=== block 1 ===
==> block_1/clock_wires.png <==
The bar under the picture is 50 µm long.
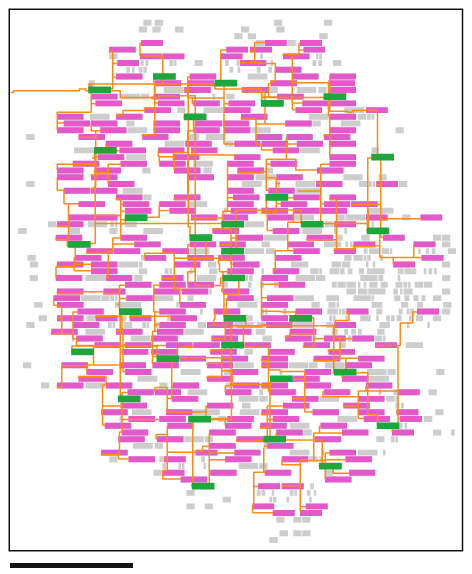
==> block_1/congestion_map.png <==
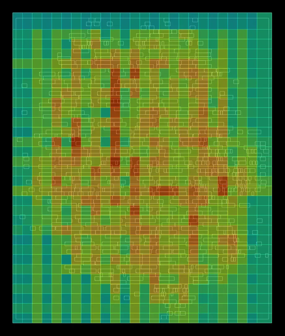
==> block_1/pinout.png <==
Pins as bars across the die edge, other pins in grey.
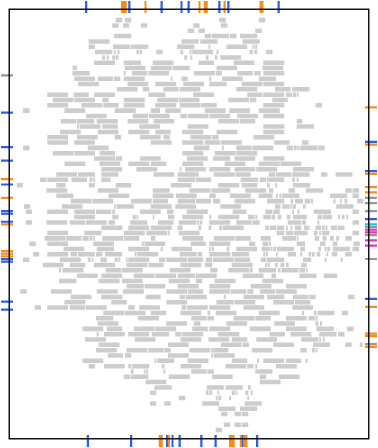
$ cat src/rtl/ahb_ap_resp_fifo_if.sv
// Handshake bundle between the AHB access point, the response FIFO and the JTAG DR capture path.
// The master side pushes/pops; the slave side is the FIFO itself.
interface ahb_ap_resp_fifo_if #(
    parameter int DATA_W = 32,
    parameter int DEPTH  = 8
);
    localparam int CW = $clog2(DEPTH) + 1;

    logic              winc;
    logic [DATA_W-1:0] wdata;
    logic              capture_req;
    logic              clear;
    logic [DATA_W+1:0] resp;
    logic              rempty;
    logic              wfull;
    logic [CW-1:0]     count;
    logic              overflow;
    logic              underflow;

    modport master (
        output winc, wdata, capture_req, clear,
        input  resp, rempty, wfull, count, overflow, underflow
    );

    modport slave (
        input  winc, wdata, capture_req, clear,
        output resp, rempty, wfull, count, overflow, underflow
    );
endinterface

$ cat src/rtl/ahb_ap_resp_fifo.sv
// Response buffer behind the AHB access point: circular word store with sticky overflow/underflow
// status and a registered {valid, overflow, data} response loaded on each capture request.
//
//   state      | meaning
//   -----------+-------------------------------------------
//   ST_EMPTY   | no words buffered (count = 0)
//   ST_PARTIAL | some words buffered (0 < count < DEPTH)
//   ST_FULL    | every slot occupied (count = DEPTH)
module ahb_ap_resp_fifo #(
    parameter int DATA_W = 32,
    parameter int DEPTH  = 8
) (
    input logic               AFT_CLK,
    input logic               nRST,
    ahb_ap_resp_fifo_if.slave bus
);
    localparam int AW = $clog2(DEPTH);
    localparam int PW = AW + 1;

    typedef enum logic [1:0] {
        ST_EMPTY   = 2'd0,
        ST_PARTIAL = 2'd1,
        ST_FULL    = 2'd2
    } state_e;

    logic [DATA_W-1:0] mem [DEPTH];

    state_e            state_q, state_d;
    logic [PW-1:0]     wptr_q, wptr_d;
    logic [PW-1:0]     rptr_q, rptr_d;
    logic              overflow_q, overflow_d;
    logic              underflow_q, underflow_d;
    logic [DATA_W+1:0] resp_q, resp_d;

    logic [PW-1:0]     occ;
    logic              rempty;
    logic              wfull;
    logic              push_ok;
    logic              push_drop;
    logic              pop_ok;
    logic              pop_empty;

    always_ff @(posedge AFT_CLK or negedge nRST) begin
        if (!nRST) begin
            state_q <= ST_EMPTY;
        end else begin
            state_q <= state_d;
        end
    end

    // Full/empty are judged on the pre-cycle state, so a push while full is dropped even if a pop
    // frees a slot in the same cycle.
    always_comb begin
        state_d = state_q;
        if (bus.clear) begin
            state_d = ST_EMPTY;
        end else begin
            case (state_q)
                ST_EMPTY: begin
                    if (push_ok) state_d = ST_PARTIAL;
                end
                ST_PARTIAL: begin
                    if (push_ok && !pop_ok && (occ == PW'(DEPTH - 1))) state_d = ST_FULL;
                    else if (pop_ok && !push_ok && (occ == PW'(1))) state_d = ST_EMPTY;
                end
                ST_FULL: begin
                    if (pop_ok) state_d = ST_PARTIAL;
                end
                default: state_d = ST_EMPTY;
            endcase
        end
    end

    always_comb begin
        rempty = (state_q == ST_EMPTY);
        wfull  = (state_q == ST_FULL);
    end

    always_comb begin
        occ       = wptr_q - rptr_q;
        push_ok   = bus.winc & ~wfull & ~bus.clear;
        push_drop = bus.winc & wfull & ~bus.clear;
        pop_ok    = bus.capture_req & ~rempty & ~bus.clear;
        pop_empty = bus.capture_req & rempty & ~bus.clear;
    end

    always_comb begin
        wptr_d      = wptr_q;
        rptr_d      = rptr_q;
        overflow_d  = overflow_q;
        underflow_d = underflow_q;
        resp_d      = resp_q;
        if (bus.clear) begin
            wptr_d      = '0;
            rptr_d      = '0;
            overflow_d  = 1'b0;
            underflow_d = 1'b0;
            resp_d      = '0;
        end else begin
            if (push_ok)   wptr_d     = wptr_q + PW'(1);
            if (push_drop) overflow_d = 1'b1;
            // Response carries the overflow flag as it stood before this cycle's push.
            if (pop_ok) begin
                rptr_d = rptr_q + PW'(1);
                resp_d = {1'b1, overflow_q, mem[rptr_q[AW-1:0]]};
            end else if (pop_empty) begin
                underflow_d = 1'b1;
                resp_d      = {1'b0, overflow_q, {DATA_W{1'b0}}};
            end
        end
    end

    always_ff @(posedge AFT_CLK or negedge nRST) begin
        if (!nRST) begin
            wptr_q      <= '0;
            rptr_q      <= '0;
            overflow_q  <= 1'b0;
            underflow_q <= 1'b0;
            resp_q      <= '0;
        end else begin
            wptr_q      <= wptr_d;
            rptr_q      <= rptr_d;
            overflow_q  <= overflow_d;
            underflow_q <= underflow_d;
            resp_q      <= resp_d;
        end
    end

    always_ff @(posedge AFT_CLK) begin
        if (push_ok) mem[wptr_q[AW-1:0]] <= bus.wdata;
    end

    assign bus.resp      = resp_q;
    assign bus.rempty    = rempty;
    assign bus.wfull     = wfull;
    assign bus.count     = occ;
    assign bus.overflow  = overflow_q;
    assign bus.underflow = underflow_q;
endmodule

$ cat src/flat_wrapper.sv
// flat-port wrapper written by rule: the top's interface ports become plain ports
module ahb_ap_resp_fifo_flat 
#(
    parameter int DATA_W = 32,
    parameter int DEPTH  = 8
)
  (AFT_CLK, nRST, bus_winc, bus_wdata, bus_capture_req, bus_clear, bus_resp, bus_rempty, bus_wfull, bus_count, bus_overflow, bus_underflow);
  ahb_ap_resp_fifo_if #(.DATA_W(DATA_W), .DEPTH(DEPTH)) bus_i ();
  input logic AFT_CLK;
  input logic nRST;
  input wire logic [$bits(bus_i.winc)-1:0] bus_winc;
  input wire logic [$bits(bus_i.wdata)-1:0] bus_wdata;
  input wire logic [$bits(bus_i.capture_req)-1:0] bus_capture_req;
  input wire logic [$bits(bus_i.clear)-1:0] bus_clear;
  output wire logic [$bits(bus_i.resp)-1:0] bus_resp;
  output wire logic [$bits(bus_i.rempty)-1:0] bus_rempty;
  output wire logic [$bits(bus_i.wfull)-1:0] bus_wfull;
  output wire logic [$bits(bus_i.count)-1:0] bus_count;
  output wire logic [$bits(bus_i.overflow)-1:0] bus_overflow;
  output wire logic [$bits(bus_i.underflow)-1:0] bus_underflow;
  assign bus_i.winc = bus_winc;
  assign bus_i.wdata = bus_wdata;
  assign bus_i.capture_req = bus_capture_req;
  assign bus_i.clear = bus_clear;
  assign bus_resp = bus_i.resp;
  assign bus_rempty = bus_i.rempty;
  assign bus_wfull = bus_i.wfull;
  assign bus_count = bus_i.count;
  assign bus_overflow = bus_i.overflow;
  assign bus_underflow = bus_i.underflow;
  ahb_ap_resp_fifo #(.DATA_W(DATA_W), .DEPTH(DEPTH)) u_core (.AFT_CLK(AFT_CLK), .nRST(nRST), .bus(bus_i));
endmodule
$ cat config.mk
export PLATFORM = sky130hd
export DESIGN_NAME = ahb_ap_resp_fifo_flat
export DESIGN_NICKNAME = d
export VERILOG_FILES = /design/src/rtl/ahb_ap_resp_fifo_if.sv /design/src/rtl/ahb_ap_resp_fifo.sv /design/src/flat_wrapper.sv
export SDC_FILE = /design/constraint.sdc
export NUM_CORES = 1
export LEC_CHECK = 0
export CORE_ASPECT_RATIO = 1.2
export CORE_MARGIN = 2
export CORE_UTILIZATION = 30
export CTS_CLUSTER_DIAMETER = 100
export DETAILED_ROUTE_END_ITERATION = 10
export GPL_TIMING_DRIVEN = 0
export PLACE_DENSITY = 0.53
export SKIP_CTS_REPAIR_TIMING = 1
export SYNTH_ARGS = -nofsm -noshare
export SYNTH_HDL_FRONTEND = slang
export SYNTH_SLANG_ARGS = --single-unit
$ cat constraint.sdc
create_clock -name AFT_CLK -period 5.35 [get_ports AFT_CLK]
set_input_delay 0.8025 -clock AFT_CLK [delete_from_list [all_inputs] [get_ports AFT_CLK]]
set_output_delay 0.8025 -clock AFT_CLK [all_outputs]
set_load 0.05 [all_outputs]
==> run summary <==
Tool warnings = 26
Worst-case clock buffer depth = 3
Met3 wire length = 1.40 mm
Combinational Power Share = 16.2%
Slew @ Worst Pin = 1.02 ns
DR vias = 5732
Most used cell, CP = buf_2
Placed instance area = 0.0132 mm²
Sink Count = 302
Fin cells = 1201
Worst setup margin = 1.24 ns
Synth Area in XOR/XNOR = 0.532%
Fraction of layout cells with a size suffix above 1 = 20.0%
Routed length on met2 = 12.8 mm
Port bufs = 77
Ao+oa area frac = 2.18%
Worst r2r src = u_core.state_q[0]
P&R area growth vs syn = 23.2%
Leak = 0.00485 µW
Iteration-0 DRC Markers = 320
Crit path buf inv count = 4
Outcome = complete, no violations
Setup_tns = 0 ns
Crit path max-delay cell type = clkdlybuf4s50_1
Clock Power Share = 37.6%
Core footprint = 0.0379 mm²
First-pass GRT wire length = 38.4 mm
Mapped Cells = 572
Antenna violations before repair = 2
Internal Power = 4320 µW
About block_1/clock_wires.png:
clock wires: drawn in orange, length 3630 µm. flip-flops: drawn in magenta, count 302. clock-net drivers: drawn in green, count 31.
There are 32 routed clock nets.

About block_1/congestion_map.png:
GR Layer Usage met3: 2.35%
global route hottest layer: met2
M1 GR Usage: 17.3%
average routed wire per standard cell: 21.4 µm

About block_1/pinout.png:
bus_wdata: drawn in blue, pins 32, direction input, edge 11 left, 9 bottom, 8 top, 4 right. bus_resp: drawn in orange, pins 34, direction output, edge 10 top, 9 right, 9 bottom, 6 left. bus_capture_req: drawn in cyan, pins 1, direction input, edge right. bus_count: drawn in magenta, pins 4, direction output, edge right.


=== block 2 ===
--- src/rtl/rx_polyphase_mf.sv ---
// Receive matched filter with per-symbol decision: NTAPS-deep sample delay line, FIR evaluated
// once per symbol at a selectable oversampling phase. Define RX_FILT_OUT_EN to expose o_filt.
module rx_polyphase_mf #(
    parameter int NTAPS = 24,
    parameter int OS = 4,
    parameter int IN_W = 10,
    parameter int COEF_W = 8,
    parameter int PH_W = 2,
    parameter logic [NTAPS*COEF_W-1:0] COEF = 192'h00FEFF000200FBF5F90A253E483E250AF9F5FB000200FFFE,
    parameter int ACC_W = IN_W + COEF_W + $clog2(NTAPS)
) (
    input  logic                   clk,
    input  logic                   rst,
    input  logic                   enable,
    input  logic signed [IN_W-1:0] i_rx,
    input  logic [PH_W-1:0]        i_phase,
    output logic                   o_rx,
    output logic                   o_valid
`ifdef RX_FILT_OUT_EN
    ,
    output logic signed [ACC_W-1:0] o_filt
`endif
);

    localparam int PROD_W = IN_W + COEF_W;

    // coef[0] is the most significant slice of the flat vector
    function automatic logic signed [COEF_W-1:0] coef_at(input int k);
        return COEF[(NTAPS-k)*COEF_W-1 -: COEF_W];
    endfunction

    logic signed [IN_W-1:0]   x_p0 [NTAPS];
    logic [PH_W-1:0]          ph_cnt;
    logic                     trig_p0;
    logic signed [PROD_W-1:0] prod_p1 [NTAPS];
    logic                     vld_p1;
    logic signed [ACC_W-1:0]  acc_sum;

    // Stage 0: delay line, phase counter, decision trigger
    always_ff @(posedge clk) begin
        if (rst) begin
            for (int k = 0; k < NTAPS; k++) x_p0[k] <= '0;
            ph_cnt  <= '0;
            trig_p0 <= 1'b0;
        end else begin
            trig_p0 <= enable && (ph_cnt == i_phase);
            if (enable) begin
                x_p0[0] <= i_rx;
                for (int k = 1; k < NTAPS; k++) x_p0[k] <= x_p0[k-1];
                ph_cnt <= (ph_cnt == PH_W'(OS-1)) ? '0 : ph_cnt + PH_W'(1);
            end
        end
    end

    // Stage 1: full-width tap products of the line that includes the trigger sample
    always_ff @(posedge clk) begin
        if (rst) begin
            for (int k = 0; k < NTAPS; k++) prod_p1[k] <= '0;
            vld_p1 <= 1'b0;
        end else begin
            vld_p1 <= trig_p0;
            if (trig_p0) begin
                for (int k = 0; k < NTAPS; k++) prod_p1[k] <= x_p0[k] * coef_at(k);
            end
        end
    end

    always_comb begin
        acc_sum = '0;
        for (int k = 0; k < NTAPS; k++) acc_sum = acc_sum + ACC_W'(prod_p1[k]);
    end

    // Stage 2: sum, sign decision, valid strobe
`ifdef RX_FILT_OUT_EN
    logic signed [ACC_W-1:0] acc_p2;
    assign o_filt = acc_p2;
`endif

    always_ff @(posedge clk) begin
        if (rst) begin
            o_rx    <= 1'b0;
            o_valid <= 1'b0;
`ifdef RX_FILT_OUT_EN
            acc_p2  <= '0;
`endif
        end else begin
            o_valid <= vld_p1;
            if (vld_p1) begin
                o_rx <= ~acc_sum[ACC_W-1];
`ifdef RX_FILT_OUT_EN
                acc_p2 <= acc_sum;
`endif
            end
        end
    end

endmodule
--- config.mk ---
export PLATFORM = sky130hd
export DESIGN_NAME = rx_polyphase_mf
export DESIGN_NICKNAME = d
export VERILOG_FILES = /design/src/rtl/rx_polyphase_mf.sv
export SDC_FILE = /design/constraint.sdc
export NUM_CORES = 2
export LEC_CHECK = 0
export CORE_UTILIZATION = 55
export CTS_BUF_LIST = sky130_fd_sc_hd__clkbuf_4
export CTS_CLUSTER_DIAMETER = 200
export DETAILED_ROUTE_END_ITERATION = 10
export PLACE_DENSITY = 0.73
export SYNTH_ARGS = -nofsm -noshare
export SYNTH_HDL_FRONTEND = slang
export SYNTH_SLANG_ARGS = --single-unit
--- constraint.sdc ---
create_clock -name clk -period 6.3 [get_ports clk]
set_input_delay 1.575 -clock clk [delete_from_list [all_inputs] [get_ports clk]]
set_output_delay 1.575 -clock clk [all_outputs]
set_load 0.01 [all_outputs]
==> block_2/pinout.png <==
Pins as bars across the die edge, other pins in grey.
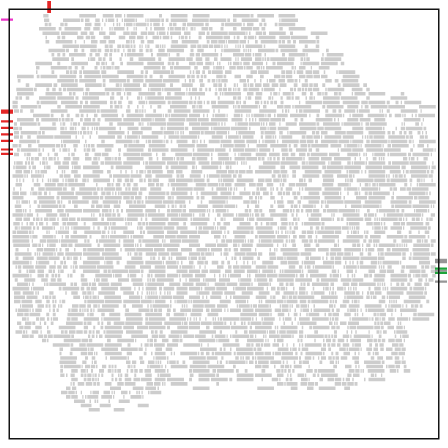
i_rx: drawn in red, pins 10, direction input, edge 8 left, 2 top. clk: drawn in magenta, pins 1, direction input, edge left. i_phase: drawn in green, pins 2, direction input, edge right.
All pins by edge: 9 left, 6 right, 2 top.
port bufs: 16
width of the die: 269 µm
Die Ht: 269 µm

==> run summary <==
Worst Setup SP = prod_p1[0][89]
Mapped Area = 0.0392 mm²
Clock skew = 0.0642 ns
Combinational Power Share = 56.2%
Count leader, synth = inv_1
Leading post-synthesis cells by instance count = inv_1, edfxtp_1, fa_1, ha_1, and2_1
Fraction of layout cells with a size suffix above 1 = 8.66%
Register bank with the most flops = prod_p1
Synth Area in XOR/XNOR = 2.86%
Seq_cells = 531
Syn_area_per_cell = 11.8 µm²
Switch share = 41.4%
CTS tree = yes
Setup_tns = 0 ns
Slew @ Worst Pin = 1.02 ns
Worst hold path class = reg2reg
Reg-to-reg slack, setup = 0.78 ns
Most used logic cell in the final layout = inv_1
H-tree depth = 4
TritonRoute pass-1 iters = 5
Worst path depth = 16
Core footprint = 0.0703 mm²
Tapcell count = 940
Post-CTS Setup Inserts = 0
Antenna cells = 8
Outcome = complete, no violations
Hold Vio Cnt, Final = 0
Unrepaired setup endpoints after global routing = no
Number of cells in Yosys stat = 3312
Max-Cap Viols = 0
Most frequent cells in the layout = inv_1, edfxtp_1, fa_1
Post-synthesis adder-cell area fraction = 32.8%
Synth Seq Share = 40.6%
Antenna-violating nets left = 0
Clock Power Share = 18.8%
Multi-input gate area = 0.0203 mm²
Crit path to = o_rx
Hold depth = 1
CP endpoint kind = flip-flop
Root Buffer = clkbuf_4
Async SR Flop Fraction = 0%
Total track usage = 24.1%
Placed Cells = 4219
Max incr delay on CP = 0.65 ns
Worst setup margin = 0.778 ns
Yosys cell types = 67
Mapped Cells = 3312
Met3 wire length = 4.48 mm
Hold Path Sink = x_p0[0][67]
Ys flop type = edfxtp_1
Plain + repair buffers = 32
Cell area power density = 411 mW/mm²
Top class by area = logic gates
Fin util = 60.4%
==> block_2/ff_map.png <==
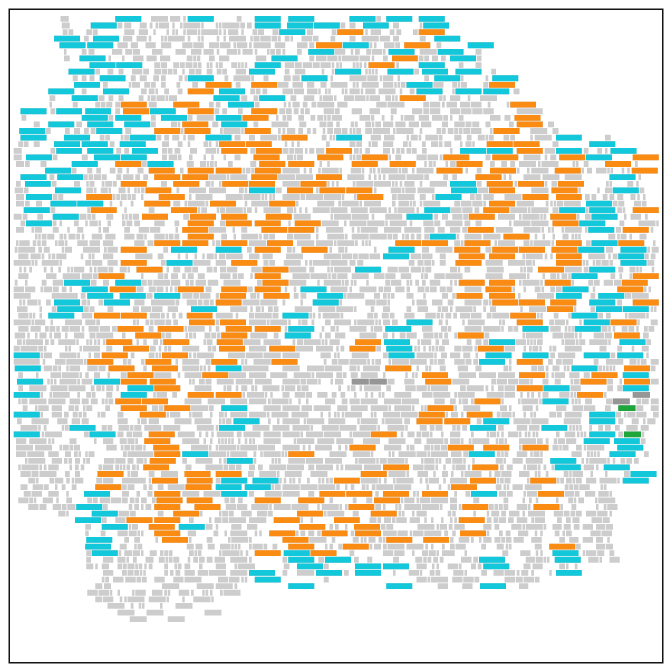
x_p0: drawn in cyan, sequential cells 240, where widely spread. prod_p1: drawn in orange, sequential cells 285. ph_cnt: drawn in green, sequential cells 2.
Another 4 sequential cells are not coloured.



==> gallery <==
Signal wires on met4.
Cells faint in the background.
Plate I
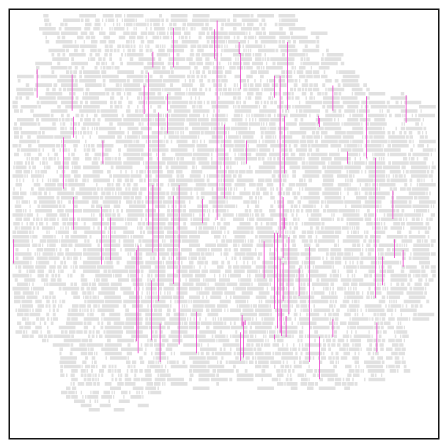
Plate II
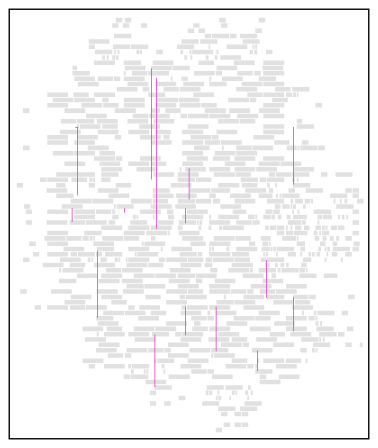
Plate I is block 2.
Plate II is block 1.

Power is estimated from default activity; no workload was simulated.
